==================== design 1
design_1/layer_met2.png
Drawn at 4 px/µm.
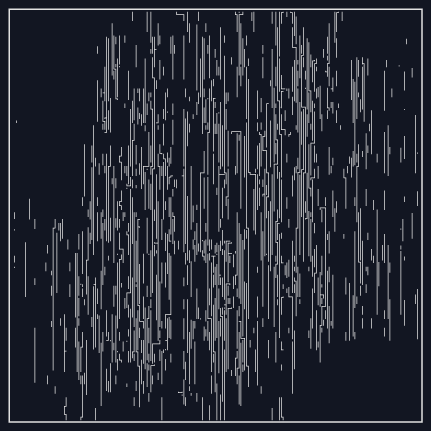

==> src/rtl/loader_pkg.sv <==
// Shared types and constants for the boot-time instruction loader.
package loader_pkg;

    typedef enum logic [2:0] {
        IDLE,
        HDR_LO,
        HDR_HI,
        BYTES,
        WRITE,
        DONE
    } loader_state_t;

    localparam int BYTES_PER_WORD = 4;
    localparam int HDR_BYTES      = 2;

endpackage

==> src/rtl/word_packer.sv <==
// Packs a stream of bytes into a 32-bit little-endian word, lane 0 first.
module word_packer
    import loader_pkg::*;
(
    input  logic        clk,
    input  logic        rst_n,
    input  logic        load,
    input  logic        clear,
    input  logic [7:0]  byte_in,
    output logic [31:0] word_out,
    output logic        full
);

    logic [1:0]  byte_cnt;
    logic [31:0] lanes;

    always_ff @(posedge clk) begin
        if (!rst_n || clear) begin
            byte_cnt <= '0;
            lanes    <= '0;
        end else if (load) begin
            lanes[{byte_cnt, 3'b000} +: 8] <= byte_in;
            byte_cnt                       <= byte_cnt + 2'd1;
        end
    end

    // word_out already includes the byte being loaded this cycle, so the
    // caller can capture the complete word on the same edge as the 4th pop.
    always_comb begin
        word_out = lanes;
        if (load) begin
            word_out[{byte_cnt, 3'b000} +: 8] = byte_in;
        end
    end

    // The next load completes the word; the counter then wraps to lane 0.
    assign full = (byte_cnt == 2'(BYTES_PER_WORD - 1));

endmodule

==> src/rtl/instr_loader.sv <==
// Boot loader: reads a 2-byte word-count header from the UART FIFO, then
// packs payload bytes into words written to instruction memory from address 0.
module instr_loader
    import loader_pkg::*;
#(
    parameter int MEM_DEPTH  = 1024,
    parameter int ADDR_WIDTH = 10,
    parameter int DATA_WIDTH = 32
) (
    input  logic                  clk,
    input  logic                  rst_n,
    input  logic                  start,
    input  logic [7:0]            fifo_data,
    input  logic                  fifo_empty,
    output logic                  fifo_rd_en,
    output logic [DATA_WIDTH-1:0] mem_data_in,
    output logic [ADDR_WIDTH-1:0] mem_wr_addr,
    output logic                  mem_w_en,
    output logic                  busy,
    output logic                  load_done,
    output logic                  load_err
);

    localparam int          IDX_W     = ADDR_WIDTH - 2;
    localparam logic [15:0] MAX_WORDS = 16'(MEM_DEPTH / BYTES_PER_WORD);

    loader_state_t    state, next_state;
    logic [15:0]      word_cnt;
    logic [15:0]      hdr_word;
    logic [IDX_W-1:0] word_idx;
    logic             pop;
    logic             accept_start;
    logic             hdr_err;
    logic             last_word;
    logic             pack_load;
    logic             pack_full;
    logic [31:0]      pack_word;

    word_packer u_packer (
        .clk      (clk),
        .rst_n    (rst_n),
        .load     (pack_load),
        .clear    (accept_start),
        .byte_in  (fifo_data),
        .word_out (pack_word),
        .full     (pack_full)
    );

    always_comb begin
        next_state   = state;
        pop          = 1'b0;
        accept_start = 1'b0;
        hdr_err      = 1'b0;
        hdr_word     = {fifo_data, word_cnt[7:0]};
        last_word    = (({{(16 - IDX_W){1'b0}}, word_idx} + 16'd1) == word_cnt);
        case (state)
            IDLE: begin
                if (start) begin
                    accept_start = 1'b1;
                    next_state   = HDR_LO;
                end
            end
            HDR_LO: begin
                if (!fifo_empty) begin
                    pop        = 1'b1;
                    next_state = HDR_HI;
                end
            end
            HDR_HI: begin
                if (!fifo_empty) begin
                    pop = 1'b1;
                    if (hdr_word == 16'd0) begin
                        next_state = DONE;
                    end else if (hdr_word > MAX_WORDS) begin
                        hdr_err    = 1'b1;
                        next_state = IDLE;
                    end else begin
                        next_state = BYTES;
                    end
                end
            end
            BYTES: begin
                if (!fifo_empty) begin
                    pop = 1'b1;
                    if (pack_full) begin
                        next_state = WRITE;
                    end
                end
            end
            WRITE:   next_state = last_word ? DONE : BYTES;
            DONE:    next_state = IDLE;
            default: next_state = IDLE;
        endcase
    end

    assign fifo_rd_en = pop;
    assign pack_load  = pop && (state == BYTES);

    // Status and write strobes are registered from next_state so they line
    // up with the state they describe.
    always_ff @(posedge clk) begin
        if (!rst_n) begin
            state       <= IDLE;
            word_cnt    <= '0;
            word_idx    <= '0;
            busy        <= 1'b0;
            load_done   <= 1'b0;
            load_err    <= 1'b0;
            mem_w_en    <= 1'b0;
            mem_data_in <= '0;
            mem_wr_addr <= '0;
        end else begin
            state     <= next_state;
            busy      <= (next_state != IDLE);
            load_done <= (next_state == DONE);
            mem_w_en  <= (next_state == WRITE);
            if (accept_start) begin
                word_idx <= '0;
                load_err <= 1'b0;
            end
            if (hdr_err) begin
                load_err <= 1'b1;
            end
            if (pop && (state == HDR_LO)) begin
                word_cnt[7:0] <= fifo_data;
            end
            if (pop && (state == HDR_HI)) begin
                word_cnt[15:8] <= fifo_data;
            end
            if (next_state == WRITE) begin
                mem_data_in <= pack_word;
                mem_wr_addr <= {word_idx, 2'b00};
            end
            if (state == WRITE) begin
                word_idx <= word_idx + 1'b1;
            end
        end
    end

endmodule

==> config.mk <==
export PLATFORM = sky130hd
export DESIGN_NAME = instr_loader
export DESIGN_NICKNAME = d
export VERILOG_FILES = /design/src/rtl/loader_pkg.sv /design/src/rtl/word_packer.sv /design/src/rtl/instr_loader.sv
export SDC_FILE = /design/constraint.sdc
export NUM_CORES = 1
export LEC_CHECK = 0
export CAP_MARGIN = 0
export CORE_UTILIZATION = 42
export DETAILED_ROUTE_END_ITERATION = 10
export GPL_TIMING_DRIVEN = 0
export PLACE_DENSITY = 0.68
export SYNTH_ARGS = -nofsm -noshare
export SYNTH_HDL_FRONTEND = slang
export SYNTH_SLANG_ARGS = --single-unit
==> constraint.sdc <==
create_clock -name clk -period 4.1 [get_ports clk]
set_input_delay 1.23 -clock clk [delete_from_list [all_inputs] [get_ports clk]]
set_output_delay 1.23 -clock clk [all_outputs]
set_load 0.05 [all_outputs]
==================== design 2
===== config.mk =====
export PLATFORM = sky130hd
export DESIGN_NAME = calc_operand_engine
export DESIGN_NICKNAME = d
export VERILOG_FILES = /design/src/rtl/calc_operand_engine.sv
export SDC_FILE = /design/constraint.sdc
export NUM_CORES = 1
export LEC_CHECK = 0
export ABC_CLOCK_PERIOD_IN_PS = 6100
export CELL_PAD_IN_SITES_DETAIL_PLACEMENT = 1
export CELL_PAD_IN_SITES_GLOBAL_PLACEMENT = 1
export CORE_AREA = 2 2 225 116
export CTS_CLUSTER_DIAMETER = 80
export CTS_CLUSTER_SIZE = 28
export DETAILED_ROUTE_END_ITERATION = 12
export DIE_AREA = 0 0 227 118
export PLACE_DENSITY_LB_ADDON = 0.1
export SYNTH_ARGS = -nofsm -noshare
export SYNTH_HDL_FRONTEND = slang
export SYNTH_SLANG_ARGS = --single-unit

===== constraint.sdc =====
create_clock -name clk -period 6.1 [get_ports clk]
set_input_delay 1.22 -clock clk [delete_from_list [all_inputs] [get_ports clk]]
set_output_delay 1.22 -clock clk [all_outputs]
set_load 0.02 [all_outputs]

===== src/rtl/calc_operand_engine.sv =====
// calc_operand_engine: latches operands/opcode from the stage levels and computes add/sub/mul/div answers
module calc_operand_engine #(
    parameter int WIDTH = 16
) (
    input  logic               clk,
    input  logic               rst_n,
    input  logic [WIDTH-1:0]   sw,
    input  logic               store_num1,
    input  logic               store_num2,
    input  logic               store_operation,
    input  logic               display_32bit_answer,
    output logic [2*WIDTH-1:0] answer,
    output logic               busy,
    output logic               done,
    output logic               div_by_zero
);
    typedef enum logic [1:0] {IDLE, EXEC, DONE} state_t;
    localparam int CW = (WIDTH > 1) ? $clog2(WIDTH) : 1;
    localparam logic [1:0] OP_ADD = 2'b00, OP_SUB = 2'b01, OP_MUL = 2'b10;

    state_t             state_q, state_d;
    logic [WIDTH-1:0]   num_a_q, num_a_d, num_b_q, num_b_d, wb_q, wb_d;
    logic [1:0]         op_q, op_d;
    logic               disp_q;
    logic [CW-1:0]      cnt_q, cnt_d;
    logic [2*WIDTH-1:0] wa_q, wa_d, acc_q, acc_d, answer_q, answer_d;
    logic               busy_q, busy_d, done_q, done_d, dbz_q, dbz_d;
    logic               start, ge, last;
    logic [2*WIDTH-1:0] mul_acc, div_acc;
    logic [WIDTH:0]     rem_sh;
    logic [WIDTH-1:0]   rem_nx;

    assign answer      = answer_q;
    assign busy        = busy_q;
    assign done        = done_q;
    assign div_by_zero = dbz_q;

    // Next-state logic: operand capture, start detection and one mul/div step per EXEC cycle.
    // MUL keeps multiplicand in wa, multiplier in wb, product in acc; DIV keeps {remainder, dividend/quotient} in acc.
    always_comb begin
        start    = display_32bit_answer & ~disp_q & ~busy_q;
        last     = cnt_q == CW'(WIDTH - 1);
        mul_acc  = wb_q[0] ? acc_q + wa_q : acc_q;
        rem_sh   = {acc_q[2*WIDTH-1:WIDTH], acc_q[WIDTH-1]};
        ge       = rem_sh >= {1'b0, wb_q};
        rem_nx   = ge ? WIDTH'(rem_sh - {1'b0, wb_q}) : rem_sh[WIDTH-1:0];
        div_acc  = {rem_nx, acc_q[WIDTH-2:0], ge};
        num_a_d  = (!busy_q && store_num1) ? sw : num_a_q;
        num_b_d  = (!busy_q && store_num2) ? sw : num_b_q;
        op_d     = (!busy_q && store_operation) ? sw[1:0] : op_q;
        state_d  = state_q;
        cnt_d    = cnt_q;
        wa_d     = wa_q;
        wb_d     = wb_q;
        acc_d    = acc_q;
        answer_d = answer_q;
        busy_d   = busy_q;
        done_d   = 1'b0;
        dbz_d    = dbz_q;
        case (state_q)
            IDLE: begin
                if (start) begin
                    state_d = EXEC;
                    busy_d  = 1'b1;
                    cnt_d   = '0;
                    wa_d    = {{WIDTH{1'b0}}, num_a_q};
                    wb_d    = num_b_q;
                    acc_d   = (op_q == OP_MUL) ? '0 : {{WIDTH{1'b0}}, num_a_q};
                    dbz_d   = 1'b0;
                end
            end
            EXEC: begin
                if (op_q == OP_ADD || op_q == OP_SUB) begin
                    answer_d = (op_q == OP_ADD) ? wa_q + {{WIDTH{1'b0}}, wb_q}
                                                : wa_q - {{WIDTH{1'b0}}, wb_q};
                    state_d  = DONE;
                end else if (op_q == OP_MUL) begin
                    acc_d = mul_acc;
                    wa_d  = wa_q << 1;
                    wb_d  = wb_q >> 1;
                    cnt_d = cnt_q + CW'(1);
                    if (last) begin
                        answer_d = mul_acc;
                        state_d  = DONE;
                    end
                end else if (wb_q == '0) begin
                    answer_d = '1;
                    dbz_d    = 1'b1;
                    state_d  = DONE;
                end else begin
                    acc_d = div_acc;
                    cnt_d = cnt_q + CW'(1);
                    if (last) begin
                        answer_d = div_acc;
                        state_d  = DONE;
                    end
                end
                busy_d = state_d != DONE;
                done_d = state_d == DONE;
            end
            default: state_d = IDLE;
        endcase
    end

    // State and registered outputs; reset aborts any computation in flight.
    always_ff @(posedge clk or negedge rst_n) begin
        if (!rst_n) begin
            state_q  <= IDLE;
            num_a_q  <= '0;
            num_b_q  <= '0;
            op_q     <= 2'b00;
            disp_q   <= 1'b0;
            cnt_q    <= '0;
            wa_q     <= '0;
            wb_q     <= '0;
            acc_q    <= '0;
            answer_q <= '0;
            busy_q   <= 1'b0;
            done_q   <= 1'b0;
            dbz_q    <= 1'b0;
        end else begin
            state_q  <= state_d;
            num_a_q  <= num_a_d;
            num_b_q  <= num_b_d;
            op_q     <= op_d;
            disp_q   <= display_32bit_answer;
            cnt_q    <= cnt_d;
            wa_q     <= wa_d;
            wb_q     <= wb_d;
            acc_q    <= acc_d;
            answer_q <= answer_d;
            busy_q   <= busy_d;
            done_q   <= done_d;
            dbz_q    <= dbz_d;
        end
    end
endmodule


design_2/io_placement.png
Drawn at 3 px/µm. Pins as bars across the die edge, other pins in grey.
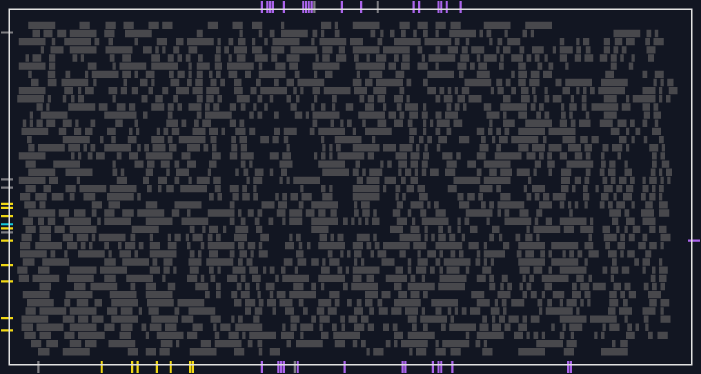
Purple is `answer`, pins 32, direction output, edge 17 north, 14 south, 1 east. Yellow is `sw`, pins 16, direction input, edge 9 west, 7 south. Cyan is `store_num2`, pins 1, direction input, edge west.
Buffers on Ports: 56
die height: 118 µm

==> flow_metrics.py, design 2 <==
# Metrics from the implementation run
metrics = {
    "outcome": {
        "status": "finished clean",
    },
    "clock_tree": {
        "cts.sinks": 156,
        "worstSkewPairLatency_ns": 0.46,
        "cts_root_buffer": "clkbuf_16",
    },
    "cells_and_area": {
        "finalNonFillerCells": 1741,
        "clkbuf_count": 18,
        "num_antenna_cells": 0,
        "final_util": 0.527,
        "drive_above_1_share": 0.0795,
    },
    "global_route": {
        "use_met3": 0.178,
        "grt_use_met2": 0.428,
    },
    "job": {
        "cap_violations": 0,
    },
    "timing": {
        "slew_viol_final": 0,
        "max_freq_mhz": 196,
        "finalHoldViolations": 0,
        "setup_viol": 0,
    },
    "worst_setup_path": {
        "reg2reg_from": "wb_q[0]",
        "r2r_slack_ns": 1.00,
        "cpLargestDelayFamily": "AND-OR/OR-AND gates",
    },
    "synth": {
        "syn_avg_cell_area_um2": 8.56,
        "synthXorXnorAreaFrac": 0.0598,
    },
    "die": {
        "fp-row-count": 41,
        "taps": 344,
    },
    "detailed_routing": {
        "drt-met1-wl_mm": 22.9,
        "route.met2.wl_mm": 16.6,
    },
}
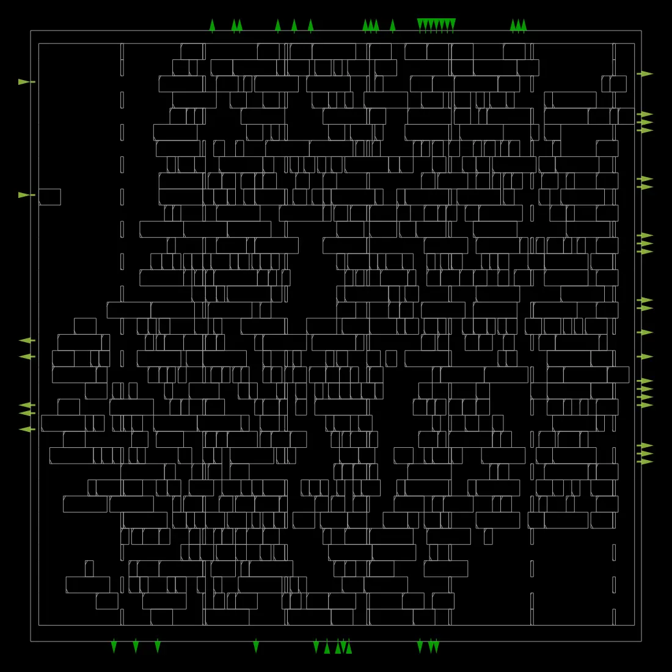
design_1/placement.png
Core Area: 0.00982 mm²
# Taps: 133
Flops: 105
Finished Layout Cells: 712
sequential share of cell area: 0.405

About design_1/layer_met2.png:
The layer carries 5170 µm of wire. 485 nets have wire on it. The wires run mostly vertical.
via count: 3721
met2 usage: 0.352
Routed Wire Length: 10.3 mm

==> flow_metrics.py, design 1 <==
# Metrics from the implementation run
metrics = {
    "outcome": {
        "status": "finished clean",
    },
    "min_path": {
        "hold_path.class": "flop to flop",
        "min_path_cells": 2,
    },
    "global_route": {
        "use_met1": 0.259,
        "antenna_found_initial": 0,
        "use_met3": 0.0359,
    },
    "place": {
        "dp_slack_ns": 0.0340,
        "io_buffers": 56,
        "placed_cell_area_mm2": 0.00500,
    },
    "job": {
        "cap_violations": 0,
    },
    "clock_tree": {
        "h-tree-depth": 3,
        "clockBufferDepth": 2,
        "cts_setup_buffers": 0,
        "cts.repair.resized": 0,
    },
    "synth": {
        "most_common_cell": "dfxtp_1",
        "ys_async_sr_fraction": 0,
        "synth-compound-area-share": 0.169,
        "synthFlopType": "dfxtp_1",
        "ys_sh_simple": 0.251,
        "logic_family": "simple AND/OR/NAND/NOR gates",
        "yosysTopAreaCellShare": 0.492,
    },
    "detailed_routing": {
        "first_iter_violations": 181,
        "antenna_left": 0,
    },
    "cells_and_area": {
        "layout_top_cells": "dfxtp_1, nor2_1, a21oi_1",
        "fillers": 1001,
        "final_nets": 593,
        "clkbuf_count": 10,
    },
    "timing": {
        "rsz0062_at_grt": "false",
        "fin_tns_setup_ns": 0,
        "period_used_share": 0.898,
    },
    "worst_setup_path": {
        "slowest_stage": "clkdlybuf4s50_1",
        "arrival_ns": 2.45,
        "rr_endpoint": "busy",
        "worstSetupStartpoint": "fifo_empty",
        "reg2regPathDepth": 7,
        "crit_cells": 3,
        "critPathMaxFanout": 6,
        "cp.required_ns": 2.87,
        "reg2reg_from": "word_idx[0]",
        "start_kind": "input pin",
    },
    "die": {
        "die_w_um": 103,
        "initCoreUtil": 0.435,
    },
}

==> screenshots <==
Signal wires by layer.
panel A
Drawn at 3 px/µm. Two of the layers only.
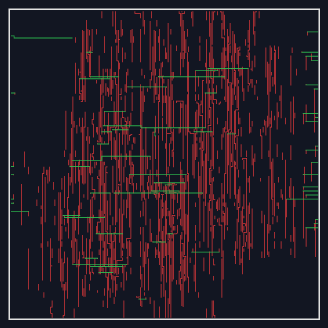
panel B
Drawn at 1.5 px/µm. Two of the layers only.
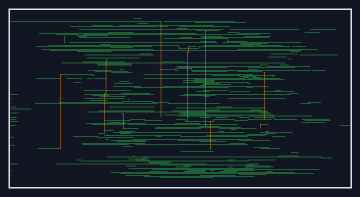
panel B -> design 2
panel A -> design 1
- most wire: panel B
- largest die: panel B



==> gallery <==
Wires at chosen ports, followed through buffers.
shot_01.png
Drawn at 3 px/µm.
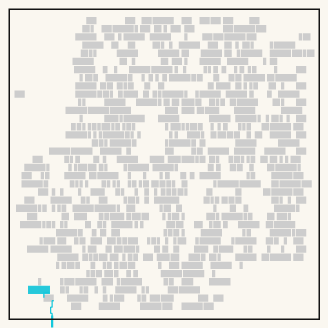
shot_02.png
Drawn at 1.5 px/µm.
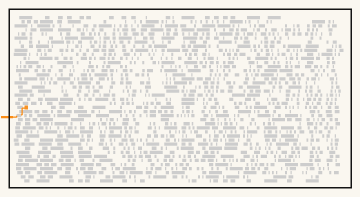
| from | picture |
|---|---|
| design 2 | shot_02.png |
| design 1 | shot_01.png |
- largest die: shot_02.png
- most cells: shot_02.png

Key to shot_02.png:
Orange is `store_num2`, bits 1, direction input, edge west, end cells 1, wire 11.5 µm.

